######## loss_test_sequencer_flat ########
`src/rtl/loss_test_sequencer_if.sv`:
```
// Per-run result handshake between the loss test sequencer and the reporting path.
// The master holds the result fields stable while res_valid is high.
interface loss_test_sequencer_if;
    logic        res_valid;
    logic        res_ready;
    logic [31:0] res_count;
    logic [31:0] res_ok;
    logic [31:0] res_ng;
    logic [31:0] res_lost;
    logic        res_timeout;

    modport master (
        output res_valid,
        output res_count,
        output res_ok,
        output res_ng,
        output res_lost,
        output res_timeout,
        input  res_ready
    );

    modport slave (
        input  res_valid,
        input  res_count,
        input  res_ok,
        input  res_ng,
        input  res_lost,
        input  res_timeout,
        output res_ready
    );
endinterface

```
`src/rtl/loss_test_sequencer.sv`:
```
// Run controller for the receive-side loss detector: resets it, waits for done or
// timeout, latches its counters per run and keeps saturating totals over a sequence.
module loss_test_sequencer #(
    parameter int unsigned NUM_RUNS       = 4,
    parameter int unsigned RST_CYCLES     = 16,
    parameter logic [31:0] TIMEOUT_CYCLES = 32'd125_000_000,
    parameter logic [2:0]  DONE_STATE     = 3'd3
) (
    input  logic                   clk,
    input  logic                   rst,
    input  logic                   start,
    input  logic                   abort,
    input  logic [2:0]             det_state,
    input  logic [31:0]            det_count,
    input  logic [31:0]            det_ok,
    input  logic [31:0]            det_ng,
    input  logic [31:0]            det_lost,
    output logic                   det_rst,
    output logic                   busy,
    output logic [7:0]             run_idx,
    loss_test_sequencer_if.master  res,
    output logic [31:0]            tot_ok,
    output logic [31:0]            tot_ng,
    output logic [31:0]            tot_lost,
    output logic                   seq_done
);

    typedef enum logic [2:0] {
        S_IDLE,
        S_CLEAR,
        S_MEASURE,
        S_LATCH,
        S_REPORT,
        S_NEXT,
        S_DONE
    } state_t;

    localparam logic [7:0]  LAST_RUN = 8'(NUM_RUNS - 1);
    localparam logic [31:0] RST_LAST = 32'(RST_CYCLES - 1);
    localparam logic [31:0] TO_LAST  = TIMEOUT_CYCLES - 32'd1;

    state_t      state;
    logic [31:0] cnt;
    logic        timed_out;
    logic        done_seen;

    // cnt is zero only in the first MEASURE cycle, where a stale DONE is masked
    assign done_seen = (det_state == DONE_STATE) && (cnt != '0);

    function automatic logic [31:0] sat_add(input logic [31:0] a, input logic [31:0] b);
        logic [32:0] s;
        s = {1'b0, a} + {1'b0, b};
        return s[32] ? 32'hFFFF_FFFF : s[31:0];
    endfunction

    always_ff @(posedge clk or negedge rst) begin
        if (!rst) begin
            state           <= S_IDLE;
            cnt             <= '0;
            timed_out       <= 1'b0;
            det_rst         <= 1'b1;
            busy            <= 1'b0;
            run_idx         <= '0;
            seq_done        <= 1'b0;
            tot_ok          <= '0;
            tot_ng          <= '0;
            tot_lost        <= '0;
            res.res_valid   <= 1'b0;
            res.res_count   <= '0;
            res.res_ok      <= '0;
            res.res_ng      <= '0;
            res.res_lost    <= '0;
            res.res_timeout <= 1'b0;
        end else if (abort) begin
            state         <= S_IDLE;
            det_rst       <= 1'b1;
            busy          <= 1'b0;
            seq_done      <= 1'b0;
            res.res_valid <= 1'b0;
        end else begin
            unique case (state)
                S_IDLE, S_DONE: begin
                    if (start) begin
                        state    <= S_CLEAR;
                        cnt      <= '0;
                        run_idx  <= '0;
                        tot_ok   <= '0;
                        tot_ng   <= '0;
                        tot_lost <= '0;
                        det_rst  <= 1'b1;
                        busy     <= 1'b1;
                        seq_done <= 1'b0;
                    end
                end
                S_CLEAR: begin
                    if (cnt == RST_LAST) begin
                        state   <= S_MEASURE;
                        cnt     <= '0;
                        det_rst <= 1'b0;
                    end else begin
                        cnt <= cnt + 32'd1;
                    end
                end
                S_MEASURE: begin
                    if (done_seen) begin
                        state     <= S_LATCH;
                        timed_out <= 1'b0;
                    end else if (cnt == TO_LAST) begin
                        state     <= S_LATCH;
                        timed_out <= 1'b1;
                    end else begin
                        cnt <= cnt + 32'd1;
                    end
                end
                S_LATCH: begin
                    state           <= S_REPORT;
                    res.res_valid   <= 1'b1;
                    res.res_count   <= det_count;
                    res.res_ok      <= det_ok;
                    res.res_ng      <= det_ng;
                    res.res_lost    <= det_lost;
                    res.res_timeout <= timed_out;
                    tot_ok          <= sat_add(tot_ok, det_ok);
                    tot_ng          <= sat_add(tot_ng, det_ng);
                    tot_lost        <= sat_add(tot_lost, det_lost);
                end
                S_REPORT: begin
                    if (res.res_ready) begin
                        state         <= S_NEXT;
                        res.res_valid <= 1'b0;
                    end
                end
                S_NEXT: begin
                    if (run_idx == LAST_RUN) begin
                        state    <= S_DONE;
                        busy     <= 1'b0;
                        seq_done <= 1'b1;
                    end else begin
                        state   <= S_CLEAR;
                        cnt     <= '0;
                        run_idx <= run_idx + 8'd1;
                        det_rst <= 1'b1;
                    end
                end
                default: begin
                    state   <= S_IDLE;
                    det_rst <= 1'b1;
                    busy    <= 1'b0;
                end
            endcase
        end
    end

endmodule

```
`src/flat_wrapper.sv`:
```
// flat-port wrapper written by rule: the top's interface ports become plain ports
module loss_test_sequencer_flat 
#(
    parameter int unsigned NUM_RUNS       = 4,
    parameter int unsigned RST_CYCLES     = 16,
    parameter logic [31:0] TIMEOUT_CYCLES = 32'd125_000_000,
    parameter logic [2:0]  DONE_STATE     = 3'd3
)
  (clk, rst, start, abort, det_state, det_count, det_ok, det_ng, det_lost, det_rst, busy, run_idx, tot_ok, tot_ng, tot_lost, seq_done, res_res_valid, res_res_count, res_res_ok, res_res_ng, res_res_lost, res_res_timeout, res_res_ready);
  loss_test_sequencer_if res_i ();
  input  logic clk;
  input  logic rst;
  input  logic start;
  input  logic abort;
  input  logic [2:0] det_state;
  input  logic [31:0] det_count;
  input  logic [31:0] det_ok;
  input  logic [31:0] det_ng;
  input  logic [31:0] det_lost;
  output logic det_rst;
  output logic busy;
  output logic [7:0] run_idx;
  output logic [31:0] tot_ok;
  output logic [31:0] tot_ng;
  output logic [31:0] tot_lost;
  output logic seq_done;
  output wire logic [$bits(res_i.res_valid)-1:0] res_res_valid;
  output wire logic [$bits(res_i.res_count)-1:0] res_res_count;
  output wire logic [$bits(res_i.res_ok)-1:0] res_res_ok;
  output wire logic [$bits(res_i.res_ng)-1:0] res_res_ng;
  output wire logic [$bits(res_i.res_lost)-1:0] res_res_lost;
  output wire logic [$bits(res_i.res_timeout)-1:0] res_res_timeout;
  input wire logic [$bits(res_i.res_ready)-1:0] res_res_ready;
  assign res_res_valid = res_i.res_valid;
  assign res_res_count = res_i.res_count;
  assign res_res_ok = res_i.res_ok;
  assign res_res_ng = res_i.res_ng;
  assign res_res_lost = res_i.res_lost;
  assign res_res_timeout = res_i.res_timeout;
  assign res_i.res_ready = res_res_ready;
  loss_test_sequencer #(.NUM_RUNS(NUM_RUNS), .RST_CYCLES(RST_CYCLES), .TIMEOUT_CYCLES(TIMEOUT_CYCLES), .DONE_STATE(DONE_STATE)) u_core (.clk(clk), .rst(rst), .start(start), .abort(abort), .det_state(det_state), .det_count(det_count), .det_ok(det_ok), .det_ng(det_ng), .det_lost(det_lost), .det_rst(det_rst), .busy(busy), .run_idx(run_idx), .res(res_i), .tot_ok(tot_ok), .tot_ng(tot_ng), .tot_lost(tot_lost), .seq_done(seq_done));
endmodule
```
`config.mk`:
```
export PLATFORM = sky130hd
export DESIGN_NAME = loss_test_sequencer_flat
export DESIGN_NICKNAME = d
export VERILOG_FILES = /design/src/rtl/loss_test_sequencer_if.sv /design/src/rtl/loss_test_sequencer.sv /design/src/flat_wrapper.sv
export SDC_FILE = /design/constraint.sdc
export NUM_CORES = 1
export LEC_CHECK = 0
export ABC_AREA = 1
export CORE_UTILIZATION = 58
export CTS_CLUSTER_SIZE = 16
export DETAILED_ROUTE_END_ITERATION = 12
export GPL_ROUTABILITY_DRIVEN = 1
export PLACE_DENSITY = 0.92
export SLEW_MARGIN = 10
export SYNTH_ARGS = -nofsm -noshare
export SYNTH_HDL_FRONTEND = slang
export SYNTH_SLANG_ARGS = --single-unit
```
`constraint.sdc`:
```
create_clock -name clk -period 6.4 [get_ports clk]
set_clock_uncertainty 0.2 [all_clocks]
set_input_delay 1.6 -clock clk [delete_from_list [all_inputs] [get_ports clk]]
set_output_delay 1.6 -clock clk [all_outputs]
set_load 0.03 [all_outputs]
```
######## data_mem_arbiter ########
$ cat config.mk
export PLATFORM = sky130hd
export DESIGN_NAME = data_mem_arbiter
export DESIGN_NICKNAME = d
export VERILOG_FILES = /design/src/rtl/data_mem_arbiter.sv
export SDC_FILE = /design/constraint.sdc
export NUM_CORES = 1
export LEC_CHECK = 0
export CAP_MARGIN = 10
export CELL_PAD_IN_SITES_DETAIL_PLACEMENT = 1
export CELL_PAD_IN_SITES_GLOBAL_PLACEMENT = 2
export CORE_MARGIN = 2
export CORE_UTILIZATION = 35
export CTS_CLUSTER_DIAMETER = 80
export DETAILED_ROUTE_END_ITERATION = 10
export PLACE_DENSITY = 0.84
export SLEW_MARGIN = 0
export SYNTH_ARGS = -nofsm -noshare
export SYNTH_HDL_FRONTEND = slang
export SYNTH_SLANG_ARGS = --single-unit
$ cat constraint.sdc
create_clock -name clk -period 8.4 [get_ports clk]
set_clock_uncertainty 0.1 [all_clocks]
set_input_delay 2.1 -clock clk [delete_from_list [all_inputs] [get_ports clk]]
set_output_delay 2.1 -clock clk [all_outputs]
set_load 0.03 [all_outputs]
$ cat src/rtl/data_mem_arbiter.sv
// data_mem_arbiter
//   Shares a single-port synchronous data memory between the core load/store
//   unit (scalar or VLEN-lane vector accesses) and the external readback port.
//   The core has priority. A starvation counter forces an external read after
//   STARVE_MAX consecutive core grants while the readback port is enabled.
//
// Ports
//   clk, rst             clock (rising edge), asynchronous active-low reset
//   core_req/we/vec      core request level, write flag, vector (VLEN burst) flag
//   core_addr/wdata      base word address, write lanes (lane i = [i*DATA_W +: DATA_W])
//   core_gnt/core_done   one-cycle grant / completion pulses
//   core_rdata           read lanes, stable from core_done until the next core read grant
//   ext_en/ext_addr      readback enable switch and address
//   ext_q/ext_valid      last readback word and its one-cycle update pulse
//   mem_addr/we/wdata    memory command (combinational from state, zero when idle)
//   mem_rdata            memory read data, valid the cycle after its address
//   busy                 high whenever the FSM is not in IDLE
//   dbg_state            current FSM state (IDLE=0, BURST=1, EXT_RD=2, WAIT=3)
//   dbg_starve_cnt       current starvation counter
//
// Handshake: core_req is a level. A grant consumes the request present at the
// grant edge and latches all request fields; if core_req is still high when the
// arbiter is back in IDLE (including the core_done cycle) it is a new request.
module data_mem_arbiter #(
    parameter int ADDR_W     = 24,
    parameter int DATA_W     = 16,
    parameter int VLEN       = 6,
    parameter int STARVE_MAX = 8,
    localparam int CW        = $clog2(STARVE_MAX + 1)
) (
    input  logic                     clk,
    input  logic                     rst,
    input  logic                     core_req,
    input  logic                     core_we,
    input  logic                     core_vec,
    input  logic [ADDR_W-1:0]        core_addr,
    input  logic [DATA_W*VLEN-1:0]   core_wdata,
    output logic                     core_gnt,
    output logic                     core_done,
    output logic [DATA_W*VLEN-1:0]   core_rdata,
    input  logic                     ext_en,
    input  logic [ADDR_W-1:0]        ext_addr,
    output logic [DATA_W-1:0]        ext_q,
    output logic                     ext_valid,
    output logic [ADDR_W-1:0]        mem_addr,
    output logic                     mem_we,
    output logic [DATA_W-1:0]        mem_wdata,
    input  logic [DATA_W-1:0]        mem_rdata,
    output logic                     busy,
    output logic [1:0]               dbg_state,
    output logic [CW-1:0]            dbg_starve_cnt
);

    localparam int BW = $clog2(VLEN + 1);

    typedef enum logic [1:0] {
        IDLE   = 2'd0,
        BURST  = 2'd1,
        EXT_RD = 2'd2,
        WAIT   = 2'd3
    } state_t;

    state_t                  state, next_state;
    logic [BW-1:0]           beat, next_beat, last_beat;
    logic                    core_win, ext_win;

    logic [ADDR_W-1:0]       lat_addr;
    logic                    lat_we;
    logic                    lat_vec;
    logic [DATA_W*VLEN-1:0]  lat_wdata;
    logic [ADDR_W-1:0]       lat_ext_addr;
    logic                    lat_is_ext;
    logic [CW-1:0]           starve_cnt;

    // Read-return pipeline: data for a read beat appears one cycle later.
    logic                    rd_vld;
    logic [BW-1:0]           rd_lane;

    // Next-state logic and arbitration.
    always_comb begin
        next_state = state;
        next_beat  = beat;
        core_win   = 1'b0;
        ext_win    = 1'b0;
        last_beat  = lat_vec ? BW'(VLEN - 1) : '0;
        case (state)
            IDLE: begin
                if (ext_en && (!core_req || starve_cnt == CW'(STARVE_MAX))) begin
                    ext_win    = 1'b1;
                    next_state = EXT_RD;
                end else if (core_req) begin
                    core_win   = 1'b1;
                    next_state = BURST;
                    next_beat  = '0;
                end
            end
            BURST: begin
                if (beat == last_beat) next_state = WAIT;
                else                   next_beat  = beat + BW'(1);
            end
            EXT_RD:  next_state = WAIT;
            WAIT:    next_state = IDLE;
            default: next_state = IDLE;
        endcase
    end

    // Memory command is decoded from state so that reset clears it at once.
    always_comb begin
        mem_addr  = '0;
        mem_we    = 1'b0;
        mem_wdata = '0;
        case (state)
            BURST: begin
                mem_addr = lat_addr + ADDR_W'(beat);
                mem_we   = lat_we;
                if (lat_we) mem_wdata = lat_wdata[beat*DATA_W +: DATA_W];
            end
            EXT_RD:  mem_addr = lat_ext_addr;
            default: ;
        endcase
    end

    assign busy           = (state != IDLE);
    assign dbg_state      = state;
    assign dbg_starve_cnt = starve_cnt;

    always_ff @(posedge clk or negedge rst) begin
        if (!rst) begin
            state        <= IDLE;
            beat         <= '0;
            lat_addr     <= '0;
            lat_we       <= 1'b0;
            lat_vec      <= 1'b0;
            lat_wdata    <= '0;
            lat_ext_addr <= '0;
            lat_is_ext   <= 1'b0;
            starve_cnt   <= '0;
            rd_vld       <= 1'b0;
            rd_lane      <= '0;
            core_gnt     <= 1'b0;
            core_done    <= 1'b0;
            core_rdata   <= '0;
            ext_q        <= '0;
            ext_valid    <= 1'b0;
        end else begin
            state <= next_state;
            beat  <= next_beat;

            if (core_win) begin
                lat_addr   <= core_addr;
                lat_we     <= core_we;
                lat_vec    <= core_vec;
                lat_wdata  <= core_wdata;
                lat_is_ext <= 1'b0;
            end
            if (ext_win) begin
                lat_ext_addr <= ext_addr;
                lat_is_ext   <= 1'b1;
            end

            // Counts core grants only while the readback port is waiting.
            if (!ext_en || ext_win)
                starve_cnt <= '0;
            else if (core_win && starve_cnt != CW'(STARVE_MAX))
                starve_cnt <= starve_cnt + CW'(1);

            core_gnt  <= core_win;
            core_done <= (state == WAIT) && !lat_is_ext;
            ext_valid <= (state == WAIT) && lat_is_ext;
            if (state == WAIT && lat_is_ext) ext_q <= mem_rdata;

            rd_vld  <= (state == BURST) && !lat_we;
            rd_lane <= beat;
            if (rd_vld) core_rdata[rd_lane*DATA_W +: DATA_W] <= mem_rdata;
        end
    end

endmodule
######## sprite_blitter ########
$ cat src/rtl/sprite_blit_pkg.sv
// ---------------------------------------------------------------------------
// sprite_blit_pkg
// Shared definitions for the sprite blitter and its scan counter.
//   blit_state_t      : blitter FSM state encoding
//   COLOR_TRANSPARENT : default colour key that is never plotted
//   COLOR_BLACK       : colour the adapter outputs start from
//   ROM_LATENCY       : read latency of the sprite ROM in cycles
// ---------------------------------------------------------------------------
package sprite_blit_pkg;

  typedef enum logic [1:0] {
    ST_IDLE,
    ST_FETCH,
    ST_DRAIN,
    ST_DONE
  } blit_state_t;

  localparam logic [2:0] COLOR_TRANSPARENT = 3'b101;
  localparam logic [2:0] COLOR_BLACK       = 3'b000;
  localparam int unsigned ROM_LATENCY      = 1;

endpackage

$ cat src/rtl/sprite_scan_counter.sv
// ---------------------------------------------------------------------------
// sprite_scan_counter
// Raster-order x/y counter over a SPR_W x SPR_H texel grid (x fastest).
// Ports:
//   i_clk, i_reset : clock, asynchronous active-high reset
//   i_clear        : synchronous return to (0,0), wins over i_enable
//   i_enable       : advance one texel
//   o_x, o_y       : current texel address
//   o_last         : high while the address is (SPR_W-1, SPR_H-1)
// ---------------------------------------------------------------------------
module sprite_scan_counter #(
  parameter int SPR_W    = 10,
  parameter int SPR_H    = 6,
  parameter int WIDTH_SX = 4,
  parameter int WIDTH_SY = 3
) (
  input  logic                i_clk,
  input  logic                i_reset,
  input  logic                i_clear,
  input  logic                i_enable,
  output logic [WIDTH_SX-1:0] o_x,
  output logic [WIDTH_SY-1:0] o_y,
  output logic                o_last
);

  localparam logic [WIDTH_SX-1:0] X_MAX = WIDTH_SX'(SPR_W - 1);
  localparam logic [WIDTH_SY-1:0] Y_MAX = WIDTH_SY'(SPR_H - 1);

  logic [WIDTH_SX-1:0] r_x;
  logic [WIDTH_SY-1:0] r_y;
  logic                w_x_end;

  assign w_x_end = (r_x == X_MAX);
  assign o_last  = w_x_end && (r_y == Y_MAX);
  assign o_x     = r_x;
  assign o_y     = r_y;

  // After the last texel the counter wraps to (0,0) so the next draw
  // starts from the origin without needing an explicit clear.
  always_ff @(posedge i_clk or posedge i_reset) begin
    if (i_reset) begin
      r_x <= '0;
      r_y <= '0;
    end else if (i_clear) begin
      r_x <= '0;
      r_y <= '0;
    end else if (i_enable) begin
      if (w_x_end) begin
        r_x <= '0;
        r_y <= o_last ? '0 : r_y + 1'b1;
      end else begin
        r_x <= r_x + 1'b1;
      end
    end
  end

endmodule

$ cat src/rtl/sprite_blitter.sv
// ---------------------------------------------------------------------------
// sprite_blitter
// Walks every texel of one sprite ROM, translates it to screen coordinates at
// a latched origin and drives the VGA adapter write port. Clipped and
// transparent texels still take their cycle, so draw time is fixed.
// Ports:
//   i_clk, i_reset          : clock, asynchronous active-high reset
//   i_start                 : draw request, honoured only when idle
//   i_pos_x, i_pos_y        : sprite origin, latched on an accepted start
//   o_spr_x, o_spr_y        : sprite ROM address
//   i_spr_color             : ROM data, one cycle behind the address
//   o_vga_x/y/color/plot    : adapter write port (registered)
//   o_busy                  : high in every state but idle
//   o_done                  : one-cycle pulse at the end of a draw
// ---------------------------------------------------------------------------
module sprite_blitter
  import sprite_blit_pkg::*;
#(
  parameter int         SPR_W       = 10,
  parameter int         SPR_H       = 6,
  parameter int         WIDTH_SX    = 4,
  parameter int         WIDTH_SY    = 3,
  parameter int         SCREEN_X    = 160,
  parameter int         SCREEN_Y    = 120,
  parameter int         WIDTH_X     = 8,
  parameter int         WIDTH_Y     = 7,
  parameter logic [2:0] TRANSPARENT = COLOR_TRANSPARENT,
  parameter bit         TRANSP_EN   = 1'b1
) (
  input  logic                i_clk,
  input  logic                i_reset,
  input  logic                i_start,
  input  logic [WIDTH_X-1:0]  i_pos_x,
  input  logic [WIDTH_Y-1:0]  i_pos_y,
  output logic [WIDTH_SX-1:0] o_spr_x,
  output logic [WIDTH_SY-1:0] o_spr_y,
  input  logic [2:0]          i_spr_color,
  output logic [WIDTH_X-1:0]  o_vga_x,
  output logic [WIDTH_Y-1:0]  o_vga_y,
  output logic [2:0]          o_vga_color,
  output logic                o_vga_plot,
  output logic                o_busy,
  output logic                o_done
);

  localparam int SXW = WIDTH_X + 1;
  localparam int SYW = WIDTH_Y + 1;
  localparam logic [SXW-1:0] SX_LIMIT   = SXW'(SCREEN_X);
  localparam logic [SYW-1:0] SY_LIMIT   = SYW'(SCREEN_Y);
  localparam logic [1:0]     DRAIN_LAST = 2'(ROM_LATENCY);

  blit_state_t         r_state;
  logic [WIDTH_X-1:0]  r_pos_x;
  logic [WIDTH_Y-1:0]  r_pos_y;
  logic [1:0]          r_drain;
  logic                r_busy;
  logic                r_done;

  logic [WIDTH_SX-1:0] r_stage_x;
  logic [WIDTH_SY-1:0] r_stage_y;
  logic                r_stage_v;

  logic [WIDTH_X-1:0]  r_vga_x;
  logic [WIDTH_Y-1:0]  r_vga_y;
  logic [2:0]          r_vga_color;
  logic                r_vga_plot;

  logic [WIDTH_SX-1:0] w_spr_x;
  logic [WIDTH_SY-1:0] w_spr_y;
  logic                w_last;
  logic                w_accept;
  logic [SXW-1:0]      w_sx;
  logic [SYW-1:0]      w_sy;
  logic                w_opaque;
  logic                w_plot;

  assign w_accept = (r_state == ST_IDLE) && i_start;

  sprite_scan_counter #(
    .SPR_W   (SPR_W),
    .SPR_H   (SPR_H),
    .WIDTH_SX(WIDTH_SX),
    .WIDTH_SY(WIDTH_SY)
  ) u_scan (
    .i_clk   (i_clk),
    .i_reset (i_reset),
    .i_clear (w_accept),
    .i_enable(r_state == ST_FETCH),
    .o_x     (w_spr_x),
    .o_y     (w_spr_y),
    .o_last  (w_last)
  );

  // Sums are one bit wider than the screen coordinates so a sprite hanging
  // off the right/bottom edge is clipped instead of wrapping to 0.
  assign w_sx     = {1'b0, r_pos_x} + SXW'(r_stage_x);
  assign w_sy     = {1'b0, r_pos_y} + SYW'(r_stage_y);
  assign w_opaque = !(TRANSP_EN && (i_spr_color == TRANSPARENT));
  assign w_plot   = r_stage_v && (w_sx < SX_LIMIT) && (w_sy < SY_LIMIT) && w_opaque;

  // Control FSM: FETCH for one cycle per texel, DRAIN for the ROM stage and
  // the output register, then a single DONE cycle before returning to IDLE.
  always_ff @(posedge i_clk or posedge i_reset) begin
    if (i_reset) begin
      r_state <= ST_IDLE;
      r_pos_x <= '0;
      r_pos_y <= '0;
      r_drain <= '0;
      r_busy  <= 1'b0;
      r_done  <= 1'b0;
    end else begin
      case (r_state)
        ST_IDLE: begin
          r_done <= 1'b0;
          if (i_start) begin
            r_pos_x <= i_pos_x;
            r_pos_y <= i_pos_y;
            r_busy  <= 1'b1;
            r_state <= ST_FETCH;
          end
        end
        ST_FETCH: begin
          if (w_last) begin
            r_drain <= '0;
            r_state <= ST_DRAIN;
          end
        end
        ST_DRAIN: begin
          if (r_drain == DRAIN_LAST) begin
            r_done  <= 1'b1;
            r_state <= ST_DONE;
          end else begin
            r_drain <= r_drain + 1'b1;
          end
        end
        ST_DONE: begin
          r_done  <= 1'b0;
          r_busy  <= 1'b0;
          r_state <= ST_IDLE;
        end
        default: r_state <= ST_IDLE;
      endcase
    end
  end

  // Address stage lines up with the ROM data; the output register only
  // loads on a plot so the adapter sees stable values between writes.
  always_ff @(posedge i_clk or posedge i_reset) begin
    if (i_reset) begin
      r_stage_x   <= '0;
      r_stage_y   <= '0;
      r_stage_v   <= 1'b0;
      r_vga_x     <= '0;
      r_vga_y     <= '0;
      r_vga_color <= COLOR_BLACK;
      r_vga_plot  <= 1'b0;
    end else begin
      r_stage_x  <= w_spr_x;
      r_stage_y  <= w_spr_y;
      r_stage_v  <= (r_state == ST_FETCH);
      r_vga_plot <= w_plot;
      if (w_plot) begin
        r_vga_x     <= w_sx[WIDTH_X-1:0];
        r_vga_y     <= w_sy[WIDTH_Y-1:0];
        r_vga_color <= i_spr_color;
      end
    end
  end

  assign o_spr_x     = w_spr_x;
  assign o_spr_y     = w_spr_y;
  assign o_vga_x     = r_vga_x;
  assign o_vga_y     = r_vga_y;
  assign o_vga_color = r_vga_color;
  assign o_vga_plot  = r_vga_plot;
  assign o_busy      = r_busy;
  assign o_done      = r_done;

endmodule

$ cat config.mk
export PLATFORM = sky130hd
export DESIGN_NAME = sprite_blitter
export DESIGN_NICKNAME = d
export VERILOG_FILES = /design/src/rtl/sprite_blit_pkg.sv /design/src/rtl/sprite_scan_counter.sv /design/src/rtl/sprite_blitter.sv
export SDC_FILE = /design/constraint.sdc
export NUM_CORES = 1
export LEC_CHECK = 0
export ABC_CLOCK_PERIOD_IN_PS = 6090
export CELL_PAD_IN_SITES_DETAIL_PLACEMENT = 1
export CELL_PAD_IN_SITES_GLOBAL_PLACEMENT = 1
export CORE_MARGIN = 2
export CORE_UTILIZATION = 40
export DETAILED_ROUTE_END_ITERATION = 8
export PLACE_DENSITY_LB_ADDON = 0.1
export SLEW_MARGIN = 30
export SYNTH_ARGS = -nofsm -noshare
export SYNTH_HDL_FRONTEND = slang
export SYNTH_HIERARCHICAL = 1
export SYNTH_SLANG_ARGS = --single-unit
$ cat constraint.sdc
create_clock -name i_clk -period 6.09 [get_ports i_clk]
set_clock_uncertainty 0.2 [all_clocks]
set_input_delay 1.218 -clock i_clk [delete_from_list [all_inputs] [get_ports i_clk]]
set_output_delay 1.218 -clock i_clk [all_outputs]
set_load 0.02 [all_outputs]
sprite_blitter/final_clocks.png
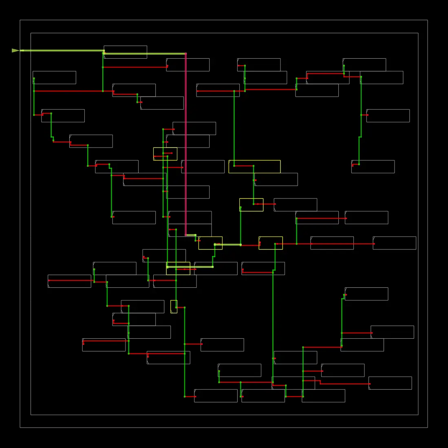
# clk buffers: 6
Num CTS Buffers: 5
Num Clock Sinks: 55
power dissipated in the clock network: 0.000231 W
clk latency of the worst-skew pair: 300 ps

==> flow_summary.toml, sprite_blitter <==
# generated from flow reports
[critical_path]
worstRegToRegCells = 8
worstPathCellList = "ha_1 > inv_1 > fa_1 > or3b_1 > o21ai_1 > nor4b_2 > o311a_2 > mux2_2"
timing.rr.end = "o_vga_x[4]"
crit_buf_inv = 1
worst_path_max_delay_cell = "sky130_fd_sc_hd__o311a_2"
slowest_delay_ps = 610
path_depth = 8
crit_family = "AND-OR/OR-AND gates"

[place]
buffer_ports.inserted = 48
place_congestion = 0.745
detailed_place_hpwl_mm = 4.03

[routing]
dr.pass1.iters = 4
highest_layer = "met4"
vias = 1930
wl_per_cell_um = 15.0
detailroute.wirelength.met2_mm = 2.69
route.detailed.drc = 0
drt_iter0_markers = 57
drtAntennaViolNets = 0

[layout]
final_core_area_utilization = 0.505
filler_cell_count = 739
top_cell_excl_fill_tap = "sky130_fd_sc_hd__dfrtp_1"
nFlopsAndLatches = 55
drive_gt1_frac = 0.128
inv_count = 19
layout.nonclk_buf_frac = 0.141
num-multi-input-gates = 161

[final_timing]
max_freq_mhz = 313
timing.final.max_slew_violations = 0
setup-tns-final_ps = 0
min_period_over_period = 0.524
rsz0062_at_grt = "no"
slew-limit-headroom = 0.582

[yosys]
synth.most_common_cell = "sky130_fd_sc_hd__dfrtp_1"
netlist-cell-type-count = 46
ys_chip_area_sq_mm = 0.00276
synthesis.instances = 239
synthesis.nets = 278
synthesis.area_per_instance_sq_um = 11.6
netlist_top_cells_count = "sky130_fd_sc_hd__dfrtp_1, sky130_fd_sc_hd__nand2_1, sky130_fd_sc_hd__mux2_2"
synth-xor-area-share = 0.0317
post_synth_instance_area_sq_mm = 0.00276
largest_area_contributor_in_the_netlist = "sky130_fd_sc_hd__dfrtp_1"
edf_count = 0
yosys.area_share.simple = 0.122

[power_and_ir_drop]
design_power_total_w = 0.00173
pwr.group.sequential_w = 0.000660
pg_comb_w = 0.000836
clockPowerShare = 0.134
vdd_ir_drop_max_mv = 0.213

[hold_path]
timing.hold.worst_endpoint = "r_stage_y[2]"

[grt]
grt_first_pass_wirelength_mm = 9.63
globalRouteTotalUtil = 0.161
grt_start_max_net_pins = 49
gr-total-overflow = 0
use_met2 = 0.267
met1_track_demand_over_resource = 0.217

[floorplanning]
floorplan.core_util = 0.409
core_area_sq_mm = 0.00676
num_io_pins = 49

[cts]
post_cts.repair.setup_buffers = 0
cts_root_buf = "sky130_fd_sc_hd__clkbuf_8"
cts_max_path_buffers = 2
cts_hold_buf = 0

[flow_run]
tool_warnings = 31

[run_status]
outcome = "finished, final reports clean"
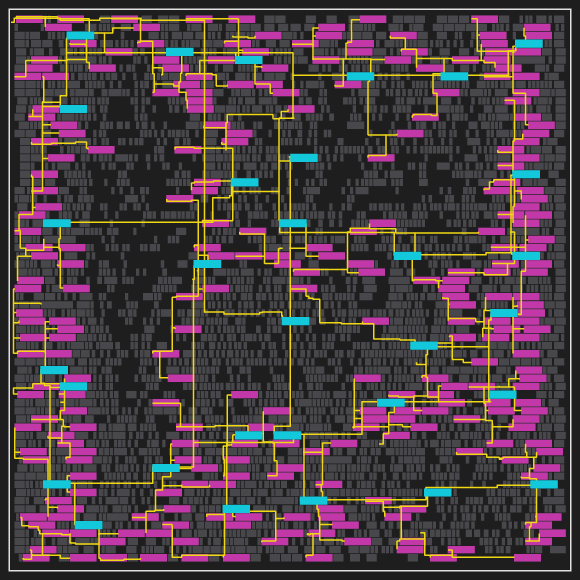
loss_test_sequencer_flat/clock_map.png
(3 px per um)
Yellow stands for clock wires, length 3830 um. Cyan stands for cells driving clock nets, count 31. Magenta stands for flip-flops, count 273.
Position of the flops: all over the die. There are 32 routed clock nets.
clk latency of the worst-skew pair: 590 ps
power dissipated in the clock network: 0.00200 W
clock network power share: 0.168

==> flow_summary.toml, loss_test_sequencer_flat <==
# generated from flow reports
[yosys]
ys_seq_share = 0.345
ys_sh_adder = 0.0657
synthesis.nets = 3393
synthesis.area_per_instance_sq_um = 6.27
count_of_yosys_warnings_during_synthesis = 0
top_cell_area_share = 0.344
synth-xor-area-share = 0.0275
netlist-cell-type-count = 39

[layout]
finish.instance_area_sq_mm = 0.0249
seqAreaFraction = 0.274
num_antenna_cells = 0

[grt]
met1_track_demand_over_resource = 0.478

[cts]
cts_hold_buf = 0

[power_and_ir_drop]
pg_comb_w = 0.00701
power.share.switching = 0.490
design_power_total_w = 0.0119
vdd_ir_drop_max_mv = 0.363
power.share.combinational = 0.588

[routing]
wl_met3_mm = 5.66
wl_per_cell_um = 17.1

[hold_path]
hold-path-cell-count = 2
min_from = "u_core.det_rst"

[critical_path]
path_depth = 13
cp-endpoint = "u_core.tot_lost[8]"

[run_status]
outcome = "finished, final reports clean"

[floorplanning]
tapCellCount = 448

[final_timing]
max_freq_mhz = 208
final-hold-violation-count = 0
setup_viol = 0

[place]
detailedPlace.worstSlack_ps = 1040
data_mem_arbiter/cell_classes.png
(2 px per um) Fill, decap, tap and diode cells in grey.
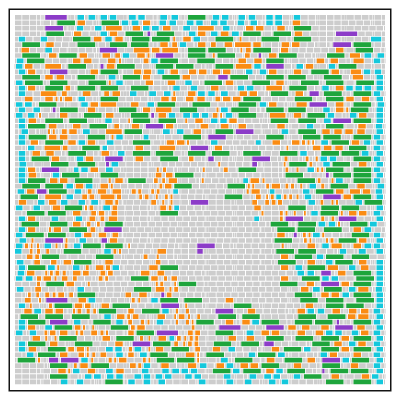
Purple stands for clock drivers and dummy loads, cells 57, share of their area 6.7%. Cyan stands for other buffers and delay cells, cells 339, share of their area 21%. Orange stands for all other logic, cells 560, share of their area 30%. Green stands for flip-flops, cells 275, share of their area 42%.
area of the core region: 0.0343 sq mm
fraction of area in registers: 0.407
final core area utilization: 0.493

==> flow_summary.toml, data_mem_arbiter <==
# generated from flow reports
[flow_run]
tool_warnings = 33

[hold_path]
hold-path-cell-count = 1
timing.hold.worst_endpoint = "rd_vld"

[critical_path]
path_depth = 8

[power_and_ir_drop]
power.switching_w = 0.00269
vdd_ir_drop_max_mv = 0.181
p_leak_nw = 7.07

[yosys]
yosys.area_share.simple = 0.0558
largest_area_contributor_in_the_netlist = "sky130_fd_sc_hd__dfrtp_1"
ys_seq_share = 0.568
synthesis.area_per_instance_sq_um = 13.8
synth.most_common_cell = "sky130_fd_sc_hd__dfrtp_1"

[layout]
top_cell_excl_fill_tap = "sky130_fd_sc_hd__clkdlybuf4s50_1"
num-nets-final = 1386
layout.clock_buffers = 40

[cts]
cts_max_path_buffers = 3
post_cts.resized_instances = 0
cts_root_buf = "sky130_fd_sc_hd__clkbuf_16"
h_tree_depth = 1

[routing]
detailroute.wirelength.met2_mm = 16.8
routed_via_density = 4.95
wl_per_cell_um = 20.4

[run_status]
outcome = "finished, final reports clean"

[grt]
use_met3 = 0.0588
grt_antenna_before_repair = 4

[final_timing]
period_minus_slack_ps = 6550
worstMarginPinSlew_ps = 1150

[place]
detailed_place_hpwl_mm = 24.0
buffer_ports.inserted = 328

######## calculator_button_conditioner ########
calculator_button_conditioner/zoom.png
Window x 43 to 68, y 96 to 121 um. Cells in grey, sequential cells in the stronger grey; small squares are vias.
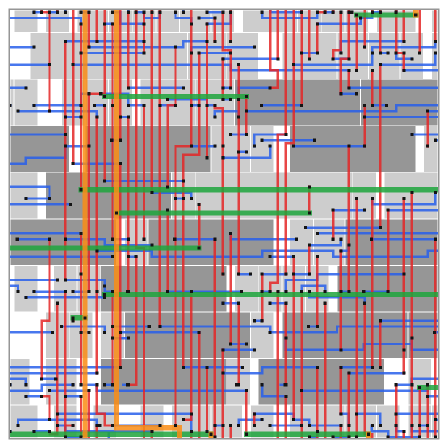

===== src/rtl/calculator_pkg.sv =====
// -----------------------------------------------------------------------------
// calculator_pkg
// Shared definitions for the calculator push-button front end.
//   btn_state_t  : per-channel debounce/hold state
//   BTN_U..BTN_R : bit positions of each button in the button vectors
//   cnt_width    : width of a counter that must reach a given terminal count
//   max3         : largest of three integers, used to size shared counters
// -----------------------------------------------------------------------------
package calculator_pkg;

    typedef enum logic [1:0] {
        IDLE         = 2'd0,
        PRESS_WAIT   = 2'd1,
        HELD         = 2'd2,
        RELEASE_WAIT = 2'd3
    } btn_state_t;

    localparam int BTN_U = 0;
    localparam int BTN_D = 1;
    localparam int BTN_C = 2;
    localparam int BTN_L = 3;
    localparam int BTN_R = 4;

    // One spare bit above $clog2 so the counter can hold the terminal value itself.
    function automatic int cnt_width(input int max_val);
        return $clog2(max_val) + 1;
    endfunction

    function automatic int max3(input int a, input int b, input int c);
        int m;
        m = a;
        if (b > m) m = b;
        if (c > m) m = c;
        return m;
    endfunction

endpackage


===== src/rtl/calculator_button_channel.sv =====
// -----------------------------------------------------------------------------
// calculator_button_channel
// One push-button: 2-flop synchroniser, debounce FSM, optional auto-repeat.
//
// Ports
//   clk            in   rising-edge clock
//   reset          in   synchronous active-high reset
//   raw            in   asynchronous raw button level
//   level          out  debounced level (1 = held)
//   press_pulse    out  one-cycle pulse on accepted press or auto-repeat
//   release_pulse  out  one-cycle pulse on accepted release
//
// All outputs are registered. The level register follows the FSM: it is high
// exactly while the channel sits in HELD or RELEASE_WAIT, so it changes on the
// same edge as the matching press/release pulse.
// -----------------------------------------------------------------------------
module calculator_button_channel
    import calculator_pkg::*;
#(
    parameter int DEBOUNCE_CYCLES = 1_000_000,
    parameter int REPEAT_DELAY    = 50_000_000,
    parameter int REPEAT_RATE     = 10_000_000,
    parameter bit REPEAT_EN       = 1'b0
) (
    input  logic clk,
    input  logic reset,
    input  logic raw,
    output logic level,
    output logic press_pulse,
    output logic release_pulse
);

    localparam int CNT_W = cnt_width(max3(DEBOUNCE_CYCLES, REPEAT_DELAY, REPEAT_RATE));

    localparam logic [CNT_W-1:0] CNT_ONE   = CNT_W'(1);
    localparam logic [CNT_W-1:0] DB_LIMIT  = CNT_W'(DEBOUNCE_CYCLES);
    localparam logic [CNT_W-1:0] RD_LIMIT  = CNT_W'(REPEAT_DELAY);
    localparam logic [CNT_W-1:0] RR_LIMIT  = CNT_W'(REPEAT_RATE);

    logic             sync_p0;
    logic             sync_p1;

    btn_state_t       state;
    btn_state_t       state_next;
    logic [CNT_W-1:0] cnt;
    logic [CNT_W-1:0] cnt_next;
    logic [CNT_W-1:0] rep_cnt;
    logic [CNT_W-1:0] rep_cnt_next;
    logic             first_rep;
    logic             first_rep_next;

    logic             level_next;
    logic             press_next;
    logic             release_next;

    logic [CNT_W-1:0] cnt_inc;
    logic [CNT_W-1:0] rep_inc;
    logic             cnt_hit;
    logic             rep_hit;

    // ---- stage p0/p1: two-flop synchroniser; only sync_p1 feeds the FSM ----
    always_ff @(posedge clk) begin
        if (reset) begin
            sync_p0 <= 1'b0;
            sync_p1 <= 1'b0;
        end else begin
            sync_p0 <= raw;
            sync_p1 <= sync_p0;
        end
    end

    // "Would reach" comparisons: the transition happens on the edge where the
    // incremented value equals the limit, so the limit itself is never stored.
    always_comb begin
        cnt_inc = cnt + CNT_ONE;
        rep_inc = rep_cnt + CNT_ONE;
        cnt_hit = (cnt_inc == DB_LIMIT);
        rep_hit = (rep_inc == (first_rep ? RD_LIMIT : RR_LIMIT));
    end

    // ---- stage p2: FSM state and counters ----
    always_ff @(posedge clk) begin
        if (reset) begin
            state     <= IDLE;
            cnt       <= '0;
            rep_cnt   <= '0;
            first_rep <= 1'b0;
        end else begin
            state     <= state_next;
            cnt       <= cnt_next;
            rep_cnt   <= rep_cnt_next;
            first_rep <= first_rep_next;
        end
    end

    always_comb begin
        state_next     = state;
        cnt_next       = cnt;
        rep_cnt_next   = rep_cnt;
        first_rep_next = first_rep;

        unique case (state)
            IDLE: begin
                cnt_next = '0;
                if (sync_p1) begin
                    state_next = PRESS_WAIT;
                    cnt_next   = CNT_ONE;
                end
            end

            PRESS_WAIT: begin
                if (!sync_p1) begin
                    state_next = IDLE;
                    cnt_next   = '0;
                end else if (cnt_hit) begin
                    state_next     = HELD;
                    cnt_next       = '0;
                    rep_cnt_next   = '0;
                    first_rep_next = 1'b1;
                end else begin
                    cnt_next = cnt_inc;
                end
            end

            HELD: begin
                if (!sync_p1) begin
                    state_next = RELEASE_WAIT;
                    cnt_next   = CNT_ONE;
                end else if (REPEAT_EN) begin
                    if (rep_hit) begin
                        rep_cnt_next   = '0;
                        first_rep_next = 1'b0;
                    end else begin
                        rep_cnt_next = rep_inc;
                    end
                end
            end

            RELEASE_WAIT: begin
                // A bounce back to HELD keeps the repeat timer where it was so
                // contact chatter cannot postpone an auto-repeat indefinitely.
                if (sync_p1) begin
                    state_next = HELD;
                    cnt_next   = '0;
                end else if (cnt_hit) begin
                    state_next = IDLE;
                    cnt_next   = '0;
                end else begin
                    cnt_next = cnt_inc;
                end
            end

            default: begin
                state_next     = IDLE;
                cnt_next       = '0;
                rep_cnt_next   = '0;
                first_rep_next = 1'b0;
            end
        endcase
    end

    always_comb begin
        press_next   = 1'b0;
        release_next = 1'b0;
        level_next   = (state_next == HELD) || (state_next == RELEASE_WAIT);

        unique case (state)
            PRESS_WAIT:   press_next   = sync_p1 && cnt_hit;
            HELD:         press_next   = sync_p1 && REPEAT_EN && rep_hit;
            RELEASE_WAIT: release_next = !sync_p1 && cnt_hit;
            default: begin
                press_next   = 1'b0;
                release_next = 1'b0;
            end
        endcase
    end

    // ---- stage p3: registered outputs ----
    always_ff @(posedge clk) begin
        if (reset) begin
            level         <= 1'b0;
            press_pulse   <= 1'b0;
            release_pulse <= 1'b0;
        end else begin
            level         <= level_next;
            press_pulse   <= press_next;
            release_pulse <= release_next;
        end
    end

endmodule


===== src/rtl/calculator_button_conditioner.sv =====
// -----------------------------------------------------------------------------
// calculator_button_conditioner
// Front end for the five calculator push-buttons. Each button gets its own
// independent synchroniser + debounce + auto-repeat channel; this level only
// replicates the channel and merges the press pulses.
//
// Ports
//   IN_clk             in   system clock, rising edge
//   IN_reset           in   synchronous active-high reset
//   IN_raw_buttons     in   raw button levels, [0]=U [1]=D [2]=C [3]=L [4]=R
//   OUT_level          out  debounced levels (1 = held)
//   OUT_press_pulse    out  one-cycle press / auto-repeat pulses
//   OUT_release_pulse  out  one-cycle release pulses
//   OUT_any_press      out  OR of OUT_press_pulse in the same cycle
// -----------------------------------------------------------------------------
module calculator_button_conditioner
    import calculator_pkg::*;
#(
    parameter int                     NUM_BUTTONS     = 5,
    parameter int                     DEBOUNCE_CYCLES = 1_000_000,
    parameter int                     REPEAT_DELAY    = 50_000_000,
    parameter int                     REPEAT_RATE     = 10_000_000,
    parameter logic [NUM_BUTTONS-1:0] REPEAT_MASK     = 5'b00011
) (
    input  logic                   IN_clk,
    input  logic                   IN_reset,
    input  logic [NUM_BUTTONS-1:0] IN_raw_buttons,
    output logic [NUM_BUTTONS-1:0] OUT_level,
    output logic [NUM_BUTTONS-1:0] OUT_press_pulse,
    output logic [NUM_BUTTONS-1:0] OUT_release_pulse,
    output logic                   OUT_any_press
);

    for (genvar i = 0; i < NUM_BUTTONS; i++) begin : g_chan
        calculator_button_channel #(
            .DEBOUNCE_CYCLES (DEBOUNCE_CYCLES),
            .REPEAT_DELAY    (REPEAT_DELAY),
            .REPEAT_RATE     (REPEAT_RATE),
            .REPEAT_EN       (REPEAT_MASK[i])
        ) u_chan (
            .clk           (IN_clk),
            .reset         (IN_reset),
            .raw           (IN_raw_buttons[i]),
            .level         (OUT_level[i]),
            .press_pulse   (OUT_press_pulse[i]),
            .release_pulse (OUT_release_pulse[i])
        );
    end

    // The pulses are already registered, so this OR is aligned with them.
    assign OUT_any_press = |OUT_press_pulse;

endmodule

===== config.mk =====
export PLATFORM = sky130hd
export DESIGN_NAME = calculator_button_conditioner
export DESIGN_NICKNAME = d
export VERILOG_FILES = /design/src/rtl/calculator_pkg.sv /design/src/rtl/calculator_button_channel.sv /design/src/rtl/calculator_button_conditioner.sv
export SDC_FILE = /design/constraint.sdc
export NUM_CORES = 1
export LEC_CHECK = 0
export ABC_AREA = 1
export CORE_ASPECT_RATIO = 2
export CORE_MARGIN = 3
export CORE_UTILIZATION = 68
export DETAILED_ROUTE_END_ITERATION = 7
export GPL_TIMING_DRIVEN = 0
export PLACE_DENSITY = 0.94
export SLEW_MARGIN = 10
export SYNTH_ARGS = -nofsm -noshare
export SYNTH_HDL_FRONTEND = slang
export SYNTH_SLANG_ARGS = --single-unit
export TNS_END_PERCENT = 100

===== constraint.sdc =====
create_clock -name IN_clk -period 4.4 [get_ports IN_clk]
set_input_delay 0.88 -clock IN_clk [delete_from_list [all_inputs] [get_ports IN_clk]]
set_output_delay 0.88 -clock IN_clk [all_outputs]
set_load 0.02 [all_outputs]

######## pipe_flow_ctrl ########
**src/rtl/lc3b_types.sv**
```systemverilog
// Shared types for the LC-3b pipeline control: flow FSM states and the
// per-stage load/flush control vector with its canned patterns.
package lc3b_types;

  typedef enum logic {
    RUN    = 1'b0,
    SQUASH = 1'b1
  } flow_state_e;

  // Field order doubles as the bit order of the canned patterns below.
  typedef struct packed {
    logic load_pc;
    logic load_if_id;
    logic load_id_ex;
    logic load_ex_mem;
    logic load_mem_wb;
    logic flush_if_id;
    logic flush_id_ex;
    logic flush_ex_mem;
    logic flush_mem_wb;
  } pipe_ctrl_t;

  localparam pipe_ctrl_t CTRL_IDLE       = 9'b00000_0000;
  localparam pipe_ctrl_t CTRL_ADVANCE    = 9'b11111_0000;
  // Everything upstream of MEM/WB frozen; MEM/WB takes a NOP.
  localparam pipe_ctrl_t CTRL_DMEM_STALL = 9'b00001_0001;
  localparam pipe_ctrl_t CTRL_REDIRECT   = 9'b11111_1110;
  // PC and IF/ID held, one NOP injected into ID/EX.
  localparam pipe_ctrl_t CTRL_HOLD_FRONT = 9'b00111_0100;
  // Late fetch of the wrong-path instruction arrives: drop it into IF/ID.
  localparam pipe_ctrl_t CTRL_DISCARD    = 9'b01111_1000;
  localparam pipe_ctrl_t CTRL_DISCARD_DS = 9'b01001_1001;

  localparam int NUM_PERF_CNT = 3;

  function automatic logic is_dmem_stall(input logic req, input logic resp);
    return req & ~resp;
  endfunction

endpackage

```
**src/rtl/sat_counter.sv**
```systemverilog
// Event counter that stops at all-ones instead of wrapping.
module sat_counter #(
  parameter int CNT_W = 16
) (
  input  logic             clk,
  input  logic             rst_n,
  input  logic             inc,
  output logic [CNT_W-1:0] count
);

  logic [CNT_W-1:0] count_reg;
  logic [CNT_W-1:0] count_next;

  always_comb begin
    count_next = count_reg;
    if (inc && (count_reg != {CNT_W{1'b1}})) begin
      count_next = count_reg + {{(CNT_W-1){1'b0}}, 1'b1};
    end
  end

  always_ff @(posedge clk or negedge rst_n) begin
    if (!rst_n) begin
      count_reg <= '0;
    end else begin
      count_reg <= count_next;
    end
  end

  assign count = count_reg;

endmodule

```
**src/rtl/pipe_flow_ctrl.sv**
```systemverilog
// Five-stage pipeline flow control: stalls, bubbles, redirects and the
// late-fetch squash. Performance counters exist only with PIPE_FLOW_PERF_EN.
module pipe_flow_ctrl
  import lc3b_types::*;
#(
  parameter int CNT_W = 16
) (
  input  logic clk,
  input  logic rst_n,
  input  logic gen_bubble,
  input  logic br_taken,
  input  logic imem_resp,
  input  logic dmem_req,
  input  logic dmem_resp,
  output logic load_pc,
  output logic load_if_id,
  output logic load_id_ex,
  output logic load_ex_mem,
  output logic load_mem_wb,
  output logic flush_if_id,
  output logic flush_id_ex,
  output logic flush_ex_mem,
  output logic flush_mem_wb
`ifdef PIPE_FLOW_PERF_EN
  ,
  output logic [CNT_W-1:0] stall_cnt,
  output logic [CNT_W-1:0] bubble_cnt,
  output logic [CNT_W-1:0] flush_cnt
`endif
);

  flow_state_e state_reg;
  flow_state_e state_next;
  pipe_ctrl_t  ctrl;
  logic        dmem_stall;
  logic        stall_ev;
  logic        bubble_ev;
  logic        flush_ev;

  assign dmem_stall = is_dmem_stall(dmem_req, dmem_resp);

  always_ff @(posedge clk or negedge rst_n) begin
    if (!rst_n) begin
      state_reg <= RUN;
    end else begin
      state_reg <= state_next;
    end
  end

  always_comb begin
    ctrl       = CTRL_IDLE;
    state_next = state_reg;
    stall_ev   = 1'b0;
    bubble_ev  = 1'b0;
    flush_ev   = 1'b0;
    case (state_reg)
      RUN: begin
        if (dmem_stall) begin
          ctrl     = CTRL_DMEM_STALL;
          stall_ev = 1'b1;
        end else if (br_taken) begin
          ctrl     = CTRL_REDIRECT;
          flush_ev = 1'b1;
          // A fetch still in flight belongs to the old path; kill it on arrival.
          if (!imem_resp) begin
            state_next = SQUASH;
          end
        end else if (!imem_resp) begin
          ctrl     = CTRL_HOLD_FRONT;
          stall_ev = 1'b1;
        end else if (gen_bubble) begin
          ctrl      = CTRL_HOLD_FRONT;
          bubble_ev = 1'b1;
        end else begin
          ctrl = CTRL_ADVANCE;
        end
      end
      SQUASH: begin
        if (imem_resp) begin
          ctrl       = dmem_stall ? CTRL_DISCARD_DS : CTRL_DISCARD;
          stall_ev   = dmem_stall;
          state_next = RUN;
        end else begin
          ctrl     = dmem_stall ? CTRL_DMEM_STALL : CTRL_HOLD_FRONT;
          stall_ev = 1'b1;
        end
      end
      default: begin
        ctrl       = CTRL_IDLE;
        state_next = RUN;
      end
    endcase
    if (!rst_n) begin
      ctrl = CTRL_IDLE;
    end
  end

  assign load_pc      = ctrl.load_pc;
  assign load_if_id   = ctrl.load_if_id;
  assign load_id_ex   = ctrl.load_id_ex;
  assign load_ex_mem  = ctrl.load_ex_mem;
  assign load_mem_wb  = ctrl.load_mem_wb;
  assign flush_if_id  = ctrl.flush_if_id;
  assign flush_id_ex  = ctrl.flush_id_ex;
  assign flush_ex_mem = ctrl.flush_ex_mem;
  assign flush_mem_wb = ctrl.flush_mem_wb;

`ifdef PIPE_FLOW_PERF_EN
  logic [NUM_PERF_CNT-1:0] perf_ev;
  logic [CNT_W-1:0]        perf_cnt [NUM_PERF_CNT];

  assign perf_ev = {flush_ev, bubble_ev, stall_ev};

  generate
    for (genvar gi = 0; gi < NUM_PERF_CNT; gi++) begin : g_perf
      sat_counter #(
        .CNT_W(CNT_W)
      ) u_cnt (
        .clk  (clk),
        .rst_n(rst_n),
        .inc  (perf_ev[gi]),
        .count(perf_cnt[gi])
      );
    end
  endgenerate

  assign stall_cnt  = perf_cnt[0];
  assign bubble_cnt = perf_cnt[1];
  assign flush_cnt  = perf_cnt[2];
`else
  logic unused_perf_ev;
  assign unused_perf_ev = stall_ev ^ bubble_ev ^ flush_ev;
`endif

endmodule

```
**config.mk**
```make
export PLATFORM = sky130hd
export DESIGN_NAME = pipe_flow_ctrl
export DESIGN_NICKNAME = d
export VERILOG_FILES = /design/src/rtl/lc3b_types.sv /design/src/rtl/sat_counter.sv /design/src/rtl/pipe_flow_ctrl.sv
export SDC_FILE = /design/constraint.sdc
export NUM_CORES = 1
export LEC_CHECK = 0
export CORE_AREA = 3 3 40 42
export DETAILED_ROUTE_END_ITERATION = 16
export DIE_AREA = 0 0 43 45
export MAX_ROUTING_LAYER = met4
export SYNTH_ARGS = -nofsm -noshare
export SYNTH_HDL_FRONTEND = slang
export SYNTH_SLANG_ARGS = --single-unit
```
**constraint.sdc**
```tcl
create_clock -name clk -period 1 [get_ports clk]
set_input_delay 0.1 -clock clk [delete_from_list [all_inputs] [get_ports clk]]
set_output_delay 0.1 -clock clk [all_outputs]
set_load 0.005 [all_outputs]
```
pipe_flow_ctrl/cell_classes.png
(8 px per um) Fill, decap, tap and diode cells in grey.
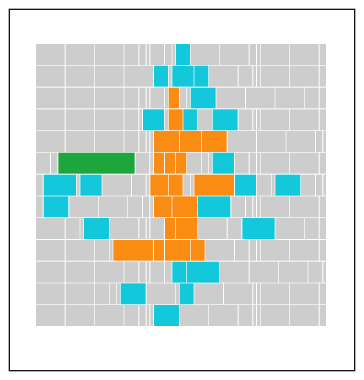
Orange stands for all other logic, cells 19, share of their area 39%. Green stands for flip-flops, cells 1, share of their area 8.0%. Cyan stands for other buffers and delay cells, cells 22, share of their area 53%.
finished layout cell area: 347 sq um
final core area utilization: 0.270
Cell Rows: 13
fraction of area in registers: 0.0758
area of the core region: 0.00128 sq mm

==> flow_summary.toml, pipe_flow_ctrl <==
# generated from flow reports
[run_status]
outcome = "finished with violations"
failing_checks = "negative setup slack"

[cts]
post_cts.resized_instances = 43
worst_skew_pair.late_latency_ps = 0
cts_hold_buf = 0

[final_timing]
period_minus_slack_ps = 1020
min_period_over_period = 1.02
worstMarginPinSlew_ps = 157
finalClockSkew_ps = 0
max_freq_mhz = 981
slew-limit-headroom = 0.895
timing.hold.ws_ps = 116
setup_viol = 2
final-hold-violation-count = 0
setup_slack_ps = -19.5

[layout]
post_layout_nonfiller_instances = 57
area.share.combinational = 0.347
layout_top_cells_excl_fill_tap = "sky130_fd_sc_hd__dlygate4sd2_1, sky130_fd_sc_hd__buf_2, sky130_fd_sc_hd__buf_4"
layout.area.comb_sq_um = 120
drive_gt1_frac = 0.595
seqCellArea_sq_um = 26.3
areaGrowthSynthToFinish_pct = 125
num-nets-final = 51

[power_and_ir_drop]
share_seq_of_total_power = 0.276
power.share.switching = 0.316
pg_comb_w = 0.000130
pwr.group.sequential_w = 0.0000495
power-per-cell-area_mw_per_mm2 = 517

[yosys]
top_cell_area_share = 0.163
ys_top_logic_family = "simple AND/OR/NAND/NOR gates"
ys_sh_adder = 0
ys_seq_share = 0.163
ys_chip_area_sq_um = 154
netlist_top_cells_count = "sky130_fd_sc_hd__a21oi_1, sky130_fd_sc_hd__nand2_1, sky130_fd_sc_hd__nor2_1"
numSynthFlops = 1

[critical_path]
critPathCaptureType = "primary output"
crit_family = "flip-flops"
slowest_delay_ps = 420
cp-endpoint = "load_if_id"
worst_path_max_delay_cell = "sky130_fd_sc_hd__dfrtp_2"
timing.rr.start = "state_reg"

[routing]
vias = 205
wl_per_cell_um = 8.49
routed_via_density = 3.60
route.detailed.drc = 0
wl_met3_um = 30
dr.pass1.iters = 2
routed_wirelength_um = 484

[grt]
first_global_vias = 209
gr-total-overflow = 0

[floorplanning]
tapCellCount = 15

[place]
place_congestion = 0.690
detailed_place_hpwl_um = 402

[flow_run]
drv.max_cap_violation_count = 0
calculator_button_conditioner/cell_classes.png
(2 px per um) Fill, decap, tap and diode cells in grey.
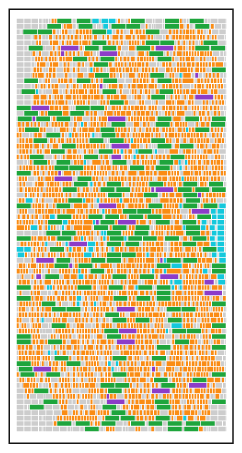
Green stands for flip-flops, cells 226, share of their area 28%. Orange stands for all other logic, cells 2201, share of their area 63%. Cyan stands for other buffers and delay cells, cells 101, share of their area 3.9%. Purple stands for clock drivers and dummy loads, cells 38, share of their area 4.2%.
Cell Rows: 76
final core area utilization: 0.750
finished layout cell area: 0.0163 sq mm
area of the core region: 0.0217 sq mm

calculator_button_conditioner/clock_map.png
(3 px per um)
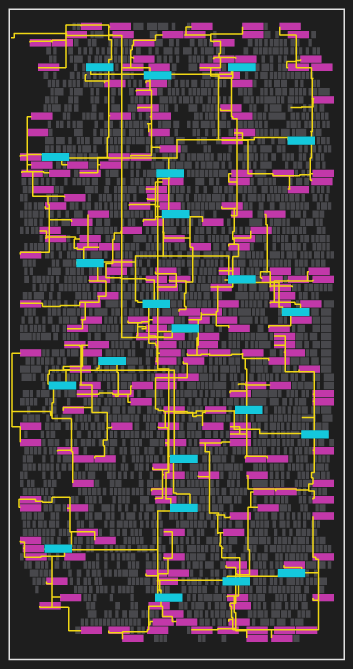
Yellow stands for clock wires, length 3080 um. Cyan stands for cells driving clock nets, count 22. Magenta stands for flip-flops, count 226.
There are 23 routed clock nets.
worst clock skew: 9.02 ps
clk latency of the worst-skew pair: 530 ps
power dissipated in the clock network: 0.00184 W

Notes on calculator_button_conditioner/zoom.png above:
Red stands for met2. Blue stands for met1. Orange stands for met4. Green stands for met3.
Netlist names of flops here include g_chan.u_chan.cnt (5), g_chan.u_chan.sync_p0 (2), g_chan.u_chan.state (2). 64 logic cells have their middle in the window. Sequential cells in the window: 14. Most frequent: dfxtp_1 (14), nand2_1 (11), nor2_1 (7).

==> flow_summary.toml, calculator_button_conditioner <==
# generated from flow reports
[power_and_ir_drop]
p_int_w = 0.00326
power.share.switching = 0.288
p_leak_nw = 6.20
power.group.top = "sequential cells"
pwr.group.sequential_w = 0.00213
power.share.combinational = 0.133
design_power_total_w = 0.00457
pg_comb_w = 0.000610

[yosys]
count_of_yosys_warnings_during_synthesis = 0
top_cell_area_share = 0.301
edf_count = 0
ys_cells = 2507
synth.mux.area_fraction = 0
synthesis.instances = 2507
synthesis.area_per_instance_sq_um = 6.00
largest_area_contributor_in_the_netlist = "sky130_fd_sc_hd__dfxtp_1"
numSynthFlops = 226

[layout]
num_antenna_cells = 0
inv_count = 284
areaGrowthSynthToFinish_pct = 8.11
area.share.combinational = 0.555
biggestRegsByFlops = "g_chan.u_chan.cnt (135), g_chan.u_chan.rep_cnt (54), g_chan.u_chan.state (10)"
seqCellArea_sq_mm = 0.00452
drive_gt1_frac = 0.0585
n_all_buffers = 101
seqAreaFraction = 0.278
num-multi-input-gates = 1917
num-nets-final = 2574
largest_register_ffs = 135

[critical_path]
cp-endpoint = "g_chan[0].u_chan.cnt[8]"
worst_path_max_delay_cell = "sky130_fd_sc_hd__clkbuf_1"
timing.critical_path.fanout_max = 10
crit_family = "buffers and inverters"
timing.rr.start = "g_chan[0].u_chan.state[0]"
critPathCaptureType = "flip-flop"
critical_setup_path_kind = "reg -> reg"

[grt]
grt.busiest_layer = "met2"
use_met2 = 0.701
grt_first_pass_wirelength_mm = 73.3
globalRouteTotalUtil = 0.363

[final_timing]
setup_viol = 0
setup-tns-final_ps = 0
worstMarginPinSlew_ps = 1040
min_period_over_period = 0.749
timing.final.max_slew_violations = 0
rsz0062_at_grt = "no"
timing.hold.ws_ps = 406
setup_slack_ps = 1100

[routing]
route.detailed.drc = 0
routed_wirelength_mm = 44.8
highest_layer = "met4"

[place]
detailed_place_hpwl_mm = 34.1
dpl-instance-area_sq_mm = 0.0156
detailedPlace.worstSlack_ps = 1200

[run_status]
outcome = "finished, final reports clean"

[hold_path]
min_from = "g_chan[0].u_chan.sync_p0"
hold-path-cell-count = 2

[floorplanning]
floorplan.core_util = 0.693
tapCellCount = 273
chipArea_sq_mm = 0.0240
die-width_um = 111
num_io_pins = 23

[cts]
cts_root_buf = "sky130_fd_sc_hd__clkbuf_16"
cts_max_path_buffers = 3
cts_hold_buf = 0

[flow_run]
drv.max_cap_violation_count = 0

==> gallery <==
Cell density map.
(a)
(1.5 px per um) 11 x 22 tiles, from black (low) to pale yellow (high), 0 to 100% covered.
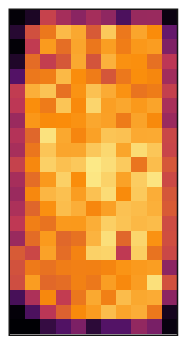
(b)
(6 px per um) 9 x 9 tiles, from black (low) to pale yellow (high), 0 to 100% covered.
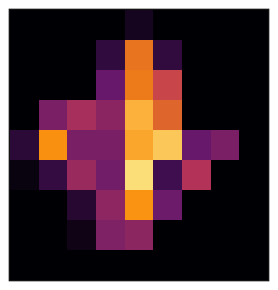
The one with the highest utilization is (a).
The one with the largest die is (a).
- (b) = pipe_flow_ctrl
- (a) = calculator_button_conditioner



## Gallery

Layout detail.
panel A
Window x 83 to 108, y 83 to 108 um. Cells in grey, sequential cells in the stronger grey; small squares are vias.
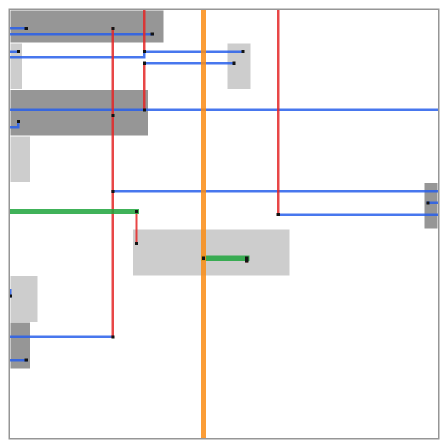
panel B
Window x 81 to 106, y 81 to 106 um. Cells in grey, sequential cells in the stronger grey; small squares are vias.
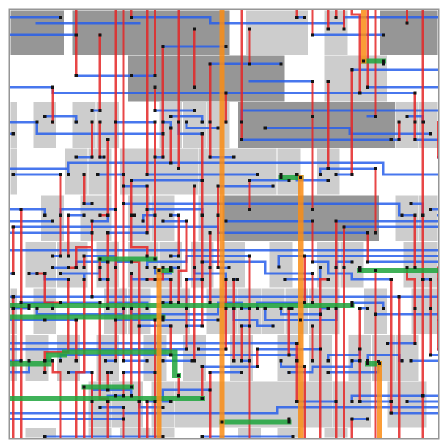
panel C
Window x 9 to 34, y 10 to 35 um. Cells in grey, sequential cells in the stronger grey; small squares are vias.
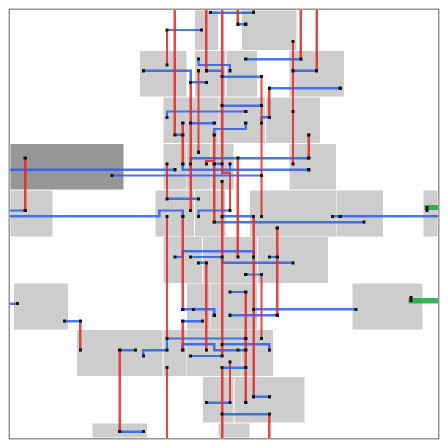
panel D
Window x 31 to 56, y 31 to 56 um. Cells in grey, sequential cells in the stronger grey; small squares are vias.
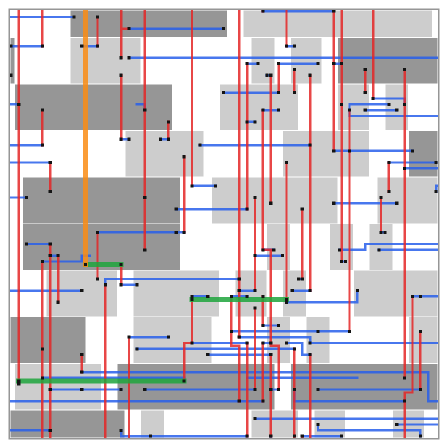
panel C: pipe_flow_ctrl
panel D: sprite_blitter
panel B: loss_test_sequencer_flat
panel A: data_mem_arbiter

No activity file was given, so power comes from the tool's default toggle rates.
